######## fifo_wr_arbiter ########
Fig. 1: fifo_wr_arbiter, met1 routing
Drawn at 4 px/um. Supply wires on this layer in gray.
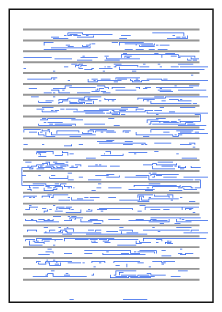
Fig. 2: fifo_wr_arbiter, met2 routing
Drawn at 4 px/um. Cells faint in the background.
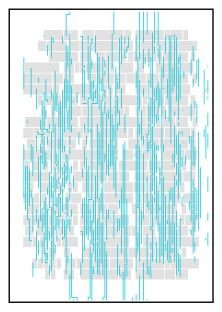
`src/rtl/fifo_wr_arbiter.sv`:
```
// ============================================================================
// fifo_wr_arbiter : round-robin arbiter sharing the FIFO write port between
//                   NUM_REQ valid/ready/last producers with bounded bursts.
// Revision 1.0 - initial release
// ============================================================================
`default_nettype none

module fifo_wr_arbiter #(
  parameter int NUM_REQ   = 4,
  parameter int DATA_W    = 8,
  parameter int MAX_BURST = 4
) (
  input  logic                       clk,
  input  logic                       rst,
  input  logic [NUM_REQ-1:0]         req_valid,
  input  logic [NUM_REQ-1:0]         req_last,
  input  logic [NUM_REQ*DATA_W-1:0]  req_data,
  output logic [NUM_REQ-1:0]         req_ready,
  input  logic                       fifo_full,
  output logic                       fifo_wr_en,
  output logic [DATA_W-1:0]          fifo_wr_data,
  output logic [$clog2(NUM_REQ)-1:0] grant_id,
  output logic                       busy
);

  localparam int c_ID_W  = $clog2(NUM_REQ);
  localparam int c_CNT_W = $clog2(MAX_BURST + 1);
  localparam logic [c_ID_W-1:0]  c_LAST_ID   = c_ID_W'(NUM_REQ - 1);
  localparam logic [c_CNT_W-1:0] c_LAST_BEAT = c_CNT_W'(MAX_BURST - 1);

  typedef enum logic [0:0] {
    ST_IDLE  = 1'b0,
    ST_GRANT = 1'b1
  } state_t;

  state_t              r_state;
  logic [c_ID_W-1:0]   r_rr_ptr;
  logic [c_ID_W-1:0]   r_grant_id;
  logic [c_CNT_W-1:0]  r_beat_cnt;

  logic                w_active;
  logic                w_cur_valid;
  logic                w_cur_last;
  logic                w_wr_en;
  logic                w_release;
  logic                w_found;
  logic [c_ID_W-1:0]   w_pick;
  logic [c_ID_W-1:0]   w_next_ptr;

  // Rotating priority search starting at the round-robin pointer.
  always_comb begin
    int idx;
    w_found = 1'b0;
    w_pick  = '0;
    idx     = 0;
    for (int k = 0; k < NUM_REQ; k++) begin
      idx = int'(r_rr_ptr) + k;
      if (idx >= NUM_REQ) idx = idx - NUM_REQ;
      if (!w_found && req_valid[idx]) begin
        w_found = 1'b1;
        w_pick  = c_ID_W'(idx);
      end
    end
  end

  // Gating with rst keeps a mid-burst reset from writing in its own cycle.
  assign w_active    = (r_state == ST_GRANT) && !rst;
  assign w_cur_valid = req_valid[r_grant_id];
  assign w_cur_last  = req_last[r_grant_id];
  assign w_wr_en     = w_active && w_cur_valid && !fifo_full;
  assign w_release   = !w_cur_valid ||
                       (w_wr_en && (w_cur_last || (r_beat_cnt == c_LAST_BEAT)));
  assign w_next_ptr  = (r_grant_id == c_LAST_ID) ? '0 : r_grant_id + 1'b1;

  generate
    for (genvar i = 0; i < NUM_REQ; i++) begin : g_ready
      assign req_ready[i] = w_active && !fifo_full && (r_grant_id == c_ID_W'(i));
    end
  endgenerate

  assign fifo_wr_en   = w_wr_en;
  assign fifo_wr_data = w_wr_en ? req_data[r_grant_id*DATA_W +: DATA_W] : '0;
  assign grant_id     = r_grant_id;
  assign busy         = (r_state == ST_GRANT);

  always_ff @(posedge clk) begin
    if (rst) begin
      r_state    <= ST_IDLE;
      r_rr_ptr   <= '0;
      r_grant_id <= '0;
      r_beat_cnt <= '0;
    end else begin
      case (r_state)
        ST_IDLE: begin
          if (w_found) begin
            r_grant_id <= w_pick;
            r_beat_cnt <= '0;
            r_state    <= ST_GRANT;
          end
        end
        ST_GRANT: begin
          if (w_wr_en) r_beat_cnt <= r_beat_cnt + 1'b1;
          if (w_release) begin
            r_rr_ptr <= w_next_ptr;
            r_state  <= ST_IDLE;
          end
        end
        default: r_state <= ST_IDLE;
      endcase
    end
  end

endmodule

`default_nettype wire

```
`config.mk`:
```
export PLATFORM = sky130hd
export DESIGN_NAME = fifo_wr_arbiter
export DESIGN_NICKNAME = d
export VERILOG_FILES = /design/src/rtl/fifo_wr_arbiter.sv
export SDC_FILE = /design/constraint.sdc
export NUM_CORES = 1
export LEC_CHECK = 0
export ABC_AREA = 1
export CAP_MARGIN = 20
export CORE_ASPECT_RATIO = 1.5
export CORE_MARGIN = 3
export CORE_UTILIZATION = 37
export CTS_BUF_LIST = sky130_fd_sc_hd__clkbuf_8
export DETAILED_ROUTE_END_ITERATION = 10
export PLACE_DENSITY_LB_ADDON = 0.15
export SYNTH_ARGS = -nofsm -noshare
export SYNTH_HDL_FRONTEND = slang
export SYNTH_SLANG_ARGS = --single-unit
```
`constraint.sdc`:
```
create_clock -name clk -period 1.9 [get_ports clk]
set_clock_uncertainty 0.15 [all_clocks]
set_input_delay 0.57 -clock clk [delete_from_list [all_inputs] [get_ports clk]]
set_output_delay 0.57 -clock clk [all_outputs]
set_load 0.05 [all_outputs]
```
==> impl_metrics.tcl <==
# flow metrics
set metrics [dict create \
    outcome "finished with violations" \
    failing_checks "setup timing" \
    yosys.area_share.aoi_pct 16.6 \
    synthSimpleGateAreaFrac_pct 50.8 \
    die-width_um 50.6 \
    cts_inserted_buffers 3 \
    grt.total_usage_pct 25.5 \
    p_clk_mw 0.209 \
    setup-violations-final 13 \
    min-delay-start "r_beat_cnt[2]" \
    final-comb-area_um2 1060 \
    critical_path_startpoint "grant_id[0]" \
    count_of_flip_flops_with_a_built_in_enable_after_synthesis 0 \
    yosysWarningCount 0 \
    rr_startpoint "grant_id[0]" \
    boundaryPins 59 \
    crit_type "flop to output port" \
    ys_area_um2 1100 \
    die_height_um 72.9 \
    route.detailed.wl_per_inst_um 13.7 \
    power_density_nw_per_um2 1270 \
    min_setup_slack_post_route_ps -298 \
    period_needed_ps 2200 \
    comb_share_pct 44.6 \
    postRouteAntennaNets 0 \
    sequential_cell_total 8 \
]
Notes on Fig. 1 above:
The longest straight run is 21.2 um. 297 nets have wire on it.

Notes on Fig. 2 above:
The longest straight run is 37.6 um. The layer carries 2460 um of wire.

==> flip-flops by register name (all words and copies together) (netlist names) <==
name and flops:
r_beat_cnt 3, r_rr_ptr 2, busy 1, grant_id 2
==> path summary, 6_finish.rpt <==
kind                            depth (start not counted)  slack, ps               to
worst max-delay path                                    6       -300  fifo_wr_data[0]
worst min-delay path                                    2        320    r_beat_cnt[2]
worst max register to register                         10        160    r_beat_cnt[2]
worst min register to register                          2        320    r_beat_cnt[2]

######## load_store_unit ########
Fig. 3: load_store_unit, met1 routing
Drawn at 2 px/um. Supply wires on this layer in gray.
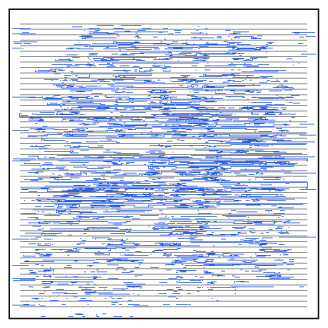
--- src/rtl/rv32_pkg.sv ---
// rtl/rv32_pkg.sv - shared RV32 load/store constants and access checking
package rv32_pkg;

    localparam logic [2:0] F3_LB  = 3'b000;
    localparam logic [2:0] F3_LH  = 3'b001;
    localparam logic [2:0] F3_LW  = 3'b010;
    localparam logic [2:0] F3_LBU = 3'b100;
    localparam logic [2:0] F3_LHU = 3'b101;

    localparam int RSP_DEPTH = 3;

    // Misalignment, unknown funct3 and unsigned-size stores all fault.
    function automatic logic access_fault(input logic store, input logic [2:0] funct3,
                                          input logic [1:0] off);
        case (funct3)
            F3_LB:   access_fault = 1'b0;
            F3_LH:   access_fault = off[0];
            F3_LW:   access_fault = (off != 2'b00);
            F3_LBU:  access_fault = store;
            F3_LHU:  access_fault = store | off[0];
            default: access_fault = 1'b1;
        endcase
    endfunction

endpackage

--- src/rtl/resp_fifo.sv ---
// rtl/resp_fifo.sv - small synchronous FIFO with occupancy count
module resp_fifo #(
    parameter int DEPTH = 3,
    parameter int WIDTH = 33,
    localparam int PW = (DEPTH > 1) ? $clog2(DEPTH) : 1,
    localparam int CW = $clog2(DEPTH + 1)
) (
    input  logic             clk,
    input  logic             rst,
    input  logic             push_valid,
    input  logic [WIDTH-1:0] push_data,
    input  logic             pop_ready,
    output logic             head_valid,
    output logic [WIDTH-1:0] head_data,
    output logic [CW-1:0]    count
);

    logic [WIDTH-1:0] mem [DEPTH];
    logic [PW-1:0]    rd_ptr;
    logic [PW-1:0]    wr_ptr;
    logic [CW-1:0]    count_q;
    logic             pop;

    assign pop        = pop_ready && (count_q != '0);
    assign head_valid = (count_q != '0);
    // Head reads as zero when empty so the response bus is quiet between entries.
    assign head_data  = head_valid ? mem[rd_ptr] : '0;
    assign count      = count_q;

    // Storage, wrap-around pointers and count; push while full is legal only alongside a pop.
    always_ff @(posedge clk or posedge rst) begin
        if (rst) begin
            rd_ptr  <= '0;
            wr_ptr  <= '0;
            count_q <= '0;
            for (int i = 0; i < DEPTH; i++) begin
                mem[i] <= '0;
            end
        end else begin
            if (push_valid) begin
                mem[wr_ptr] <= push_data;
                wr_ptr      <= (wr_ptr == PW'(DEPTH - 1)) ? '0 : wr_ptr + PW'(1);
            end
            if (pop) begin
                rd_ptr <= (rd_ptr == PW'(DEPTH - 1)) ? '0 : rd_ptr + PW'(1);
            end
            case ({push_valid, pop})
                2'b10:   count_q <= count_q + CW'(1);
                2'b01:   count_q <= count_q - CW'(1);
                default: count_q <= count_q;
            endcase
        end
    end

endmodule

--- src/rtl/load_store_unit.sv ---
// rtl/load_store_unit.sv - RV32 data-side adapter to a registered-read block RAM
module load_store_unit
    import rv32_pkg::*;
#(
    parameter int ADDR_WIDTH = 9
) (
    input  logic                  clk,
    input  logic                  rst,
    input  logic                  req_valid,
    output logic                  req_ready,
    input  logic                  req_store,
    input  logic [2:0]            req_funct3,
    input  logic [ADDR_WIDTH+1:0] req_addr,
    input  logic [31:0]           req_wdata,
    output logic                  rsp_valid,
    input  logic                  rsp_ready,
    output logic [31:0]           rsp_rdata,
    output logic                  rsp_fault,
    output logic [3:0]            ram_we,
    output logic [ADDR_WIDTH-1:0] ram_addr,
    output logic [31:0]           ram_wdata,
    input  logic [31:0]           ram_rdata
);

    localparam int RB_W = 33;

    logic            accept;
    logic            req_fault;
    logic [1:0]      req_off;
    logic [3:0]      we_mask;
    logic            s1_valid;
    logic            s1_store;
    logic            s1_fault;
    logic [2:0]      s1_funct3;
    logic [1:0]      s1_off;
    logic [31:0]     ld_shift;
    logic [31:0]     ld_data;
    logic [1:0]      rb_count;
    logic [RB_W-1:0] rb_head;

    assign req_off   = req_addr[1:0];
    assign req_fault = access_fault(req_store, req_funct3, req_off);
    // Room is reserved for the entry still in S1, so readiness needs only registered state.
    assign req_ready = ({1'b0, rb_count} + {2'b00, s1_valid}) < 3'(RSP_DEPTH);
    assign accept    = req_valid && req_ready && !rst;
    assign ram_addr  = req_addr[ADDR_WIDTH+1:2];

    // Byte-lane write mask and replicated write data for the store size.
    always_comb begin
        we_mask   = 4'b1111;
        ram_wdata = req_wdata;
        ram_we    = 4'b0000;
        case (req_funct3[1:0])
            2'b00: begin
                we_mask   = 4'b0001 << req_off;
                ram_wdata = {4{req_wdata[7:0]}};
            end
            2'b01: begin
                we_mask   = 4'b0011 << req_off;
                ram_wdata = {2{req_wdata[15:0]}};
            end
            default: begin
                we_mask   = 4'b1111;
                ram_wdata = req_wdata;
            end
        endcase
        if (accept && req_store && !req_fault) begin
            ram_we = we_mask;
        end
    end

    // S1 holds the request attributes while the RAM produces its registered read data.
    always_ff @(posedge clk or posedge rst) begin
        if (rst) begin
            s1_valid  <= 1'b0;
            s1_store  <= 1'b0;
            s1_fault  <= 1'b0;
            s1_funct3 <= 3'b000;
            s1_off    <= 2'b00;
        end else begin
            s1_valid <= accept;
            if (accept) begin
                s1_store  <= req_store;
                s1_fault  <= req_fault;
                s1_funct3 <= req_funct3;
                s1_off    <= req_off;
            end
        end
    end

    assign ld_shift = ram_rdata >> {s1_off, 3'b000};

    // Align and extend the load result; stores and faults respond with zero.
    always_comb begin
        ld_data = 32'h0;
        if (!s1_store && !s1_fault) begin
            case (s1_funct3)
                F3_LB:   ld_data = {{24{ld_shift[7]}}, ld_shift[7:0]};
                F3_LH:   ld_data = {{16{ld_shift[15]}}, ld_shift[15:0]};
                F3_LW:   ld_data = ld_shift;
                F3_LBU:  ld_data = {24'h0, ld_shift[7:0]};
                F3_LHU:  ld_data = {16'h0, ld_shift[15:0]};
                default: ld_data = 32'h0;
            endcase
        end
    end

    resp_fifo #(
        .DEPTH(RSP_DEPTH),
        .WIDTH(RB_W)
    ) u_rb (
        .clk       (clk),
        .rst       (rst),
        .push_valid(s1_valid),
        .push_data ({ld_data, s1_fault}),
        .pop_ready (rsp_ready),
        .head_valid(rsp_valid),
        .head_data (rb_head),
        .count     (rb_count)
    );

    assign rsp_rdata = rb_head[RB_W-1:1];
    assign rsp_fault = rb_head[0];

endmodule

--- config.mk ---
export PLATFORM = sky130hd
export DESIGN_NAME = load_store_unit
export DESIGN_NICKNAME = d
export VERILOG_FILES = /design/src/rtl/rv32_pkg.sv /design/src/rtl/resp_fifo.sv /design/src/rtl/load_store_unit.sv
export SDC_FILE = /design/constraint.sdc
export NUM_CORES = 1
export LEC_CHECK = 0
export ABC_CLOCK_PERIOD_IN_PS = 4800
export CELL_PAD_IN_SITES_DETAIL_PLACEMENT = 1
export CELL_PAD_IN_SITES_GLOBAL_PLACEMENT = 2
export CORE_MARGIN = 5
export CORE_UTILIZATION = 32
export CTS_CLUSTER_DIAMETER = 100
export DETAILED_ROUTE_END_ITERATION = 12
export GPL_TIMING_DRIVEN = 0
export PLACE_DENSITY_LB_ADDON = 0.1
export SYNTH_ARGS = -nofsm -noshare
export SYNTH_HDL_FRONTEND = slang
export SYNTH_HIERARCHICAL = 1
export SYNTH_SLANG_ARGS = --single-unit
--- constraint.sdc ---
create_clock -name clk -period 4.8 [get_ports clk]
set_input_delay 0.96 -clock clk [delete_from_list [all_inputs] [get_ports clk]]
set_output_delay 0.96 -clock clk [all_outputs]
set_load 0.1 [all_outputs]
==> impl_metrics.tcl <==
# flow metrics
set metrics [dict create \
    globalRouteMet3Util_pct 4.81 \
    antenna_found_initial 0 \
    p_clk_mw 1.39 \
    n_tap_cell 270 \
    outcome "complete, no violations" \
    drt_wl_total_um 22700 \
    layout_top_cell_excl_fill_tap "clkdlybuf4s50_1" \
    die-width_um 154 \
    regMostFlops "u_rb/mem" \
    number_of_violations_of_the_max_capacitance_limit 0 \
    yosysSeqAreaShare_pct 42.7 \
    timing.critical_path.arrival_ps 3600 \
    p_clk_share_pct 23.1 \
    setup_repair_after_global_routing_missed_its_margin "false" \
    worstPathBufferInverterCount 5 \
    share_of_cell_area_taken_by_muxes_after_synthesis_pct 32.1 \
    synth.yosys.num_cells 577 \
    grt_pass1_wl_um 35300 \
    layout.area.seq_um2 2830 \
    biggestRegsByFlops "u_rb/mem x99, s1_funct3 x3" \
    cts_inserted_buffers 17 \
    totalNegativeSetupSlack_ps 0 \
    sequential_cell_total 113 \
]
## Picture notes: Fig. 3
The layer carries 10100 um of wire. 768 nets have wire on it. The layer holds 44% of the routed length. The longest straight run is 46.0 um.

-- through the flow --
stage	power, mW	hold slack, ps
after global placement	4.57	488
after global routing	6.32	518
after detailed placement	4.66	495
after floorplan	3.82	479
final	6.03	505
after CTS	6.08	507
-- kinds of logic (layout without fill, tap and decap cells) --
family	Yosys count	count (layout)
XOR/XNOR	4	4
AND-OR/OR-AND	103	103
AND/OR/NAND/NOR	101	101
multiplexers	183	183
flip-flops	113	113
adder cells (fa/ha/maj)	3	3
buffers and inverters	70	254


==> gallery <==
Placed standard cells.
image #1
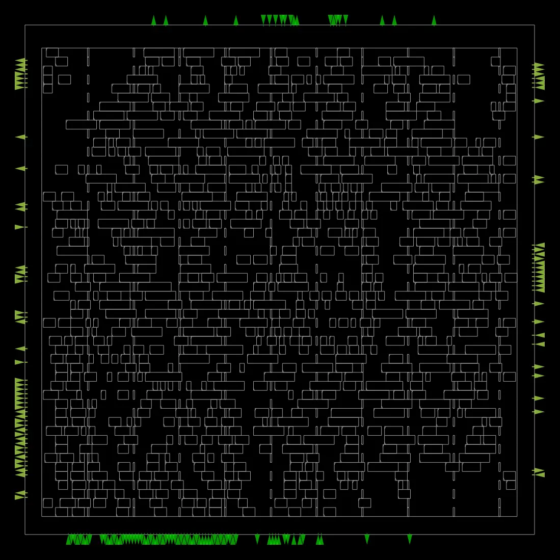
image #2
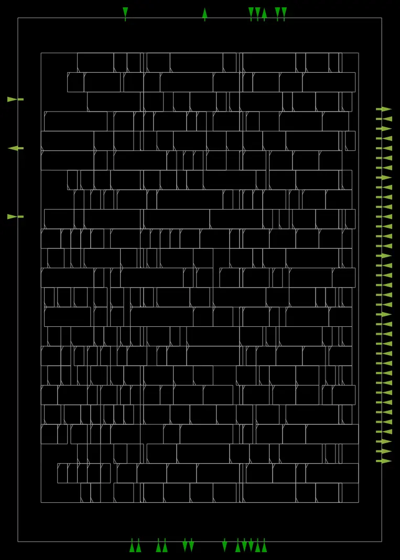
The one with the most sequential cells is image #1.
The one with the highest utilization is image #2.
Image #1 is load_store_unit.
Image #2 is fifo_wr_arbiter.

Power and IR drop assume default switching activity.
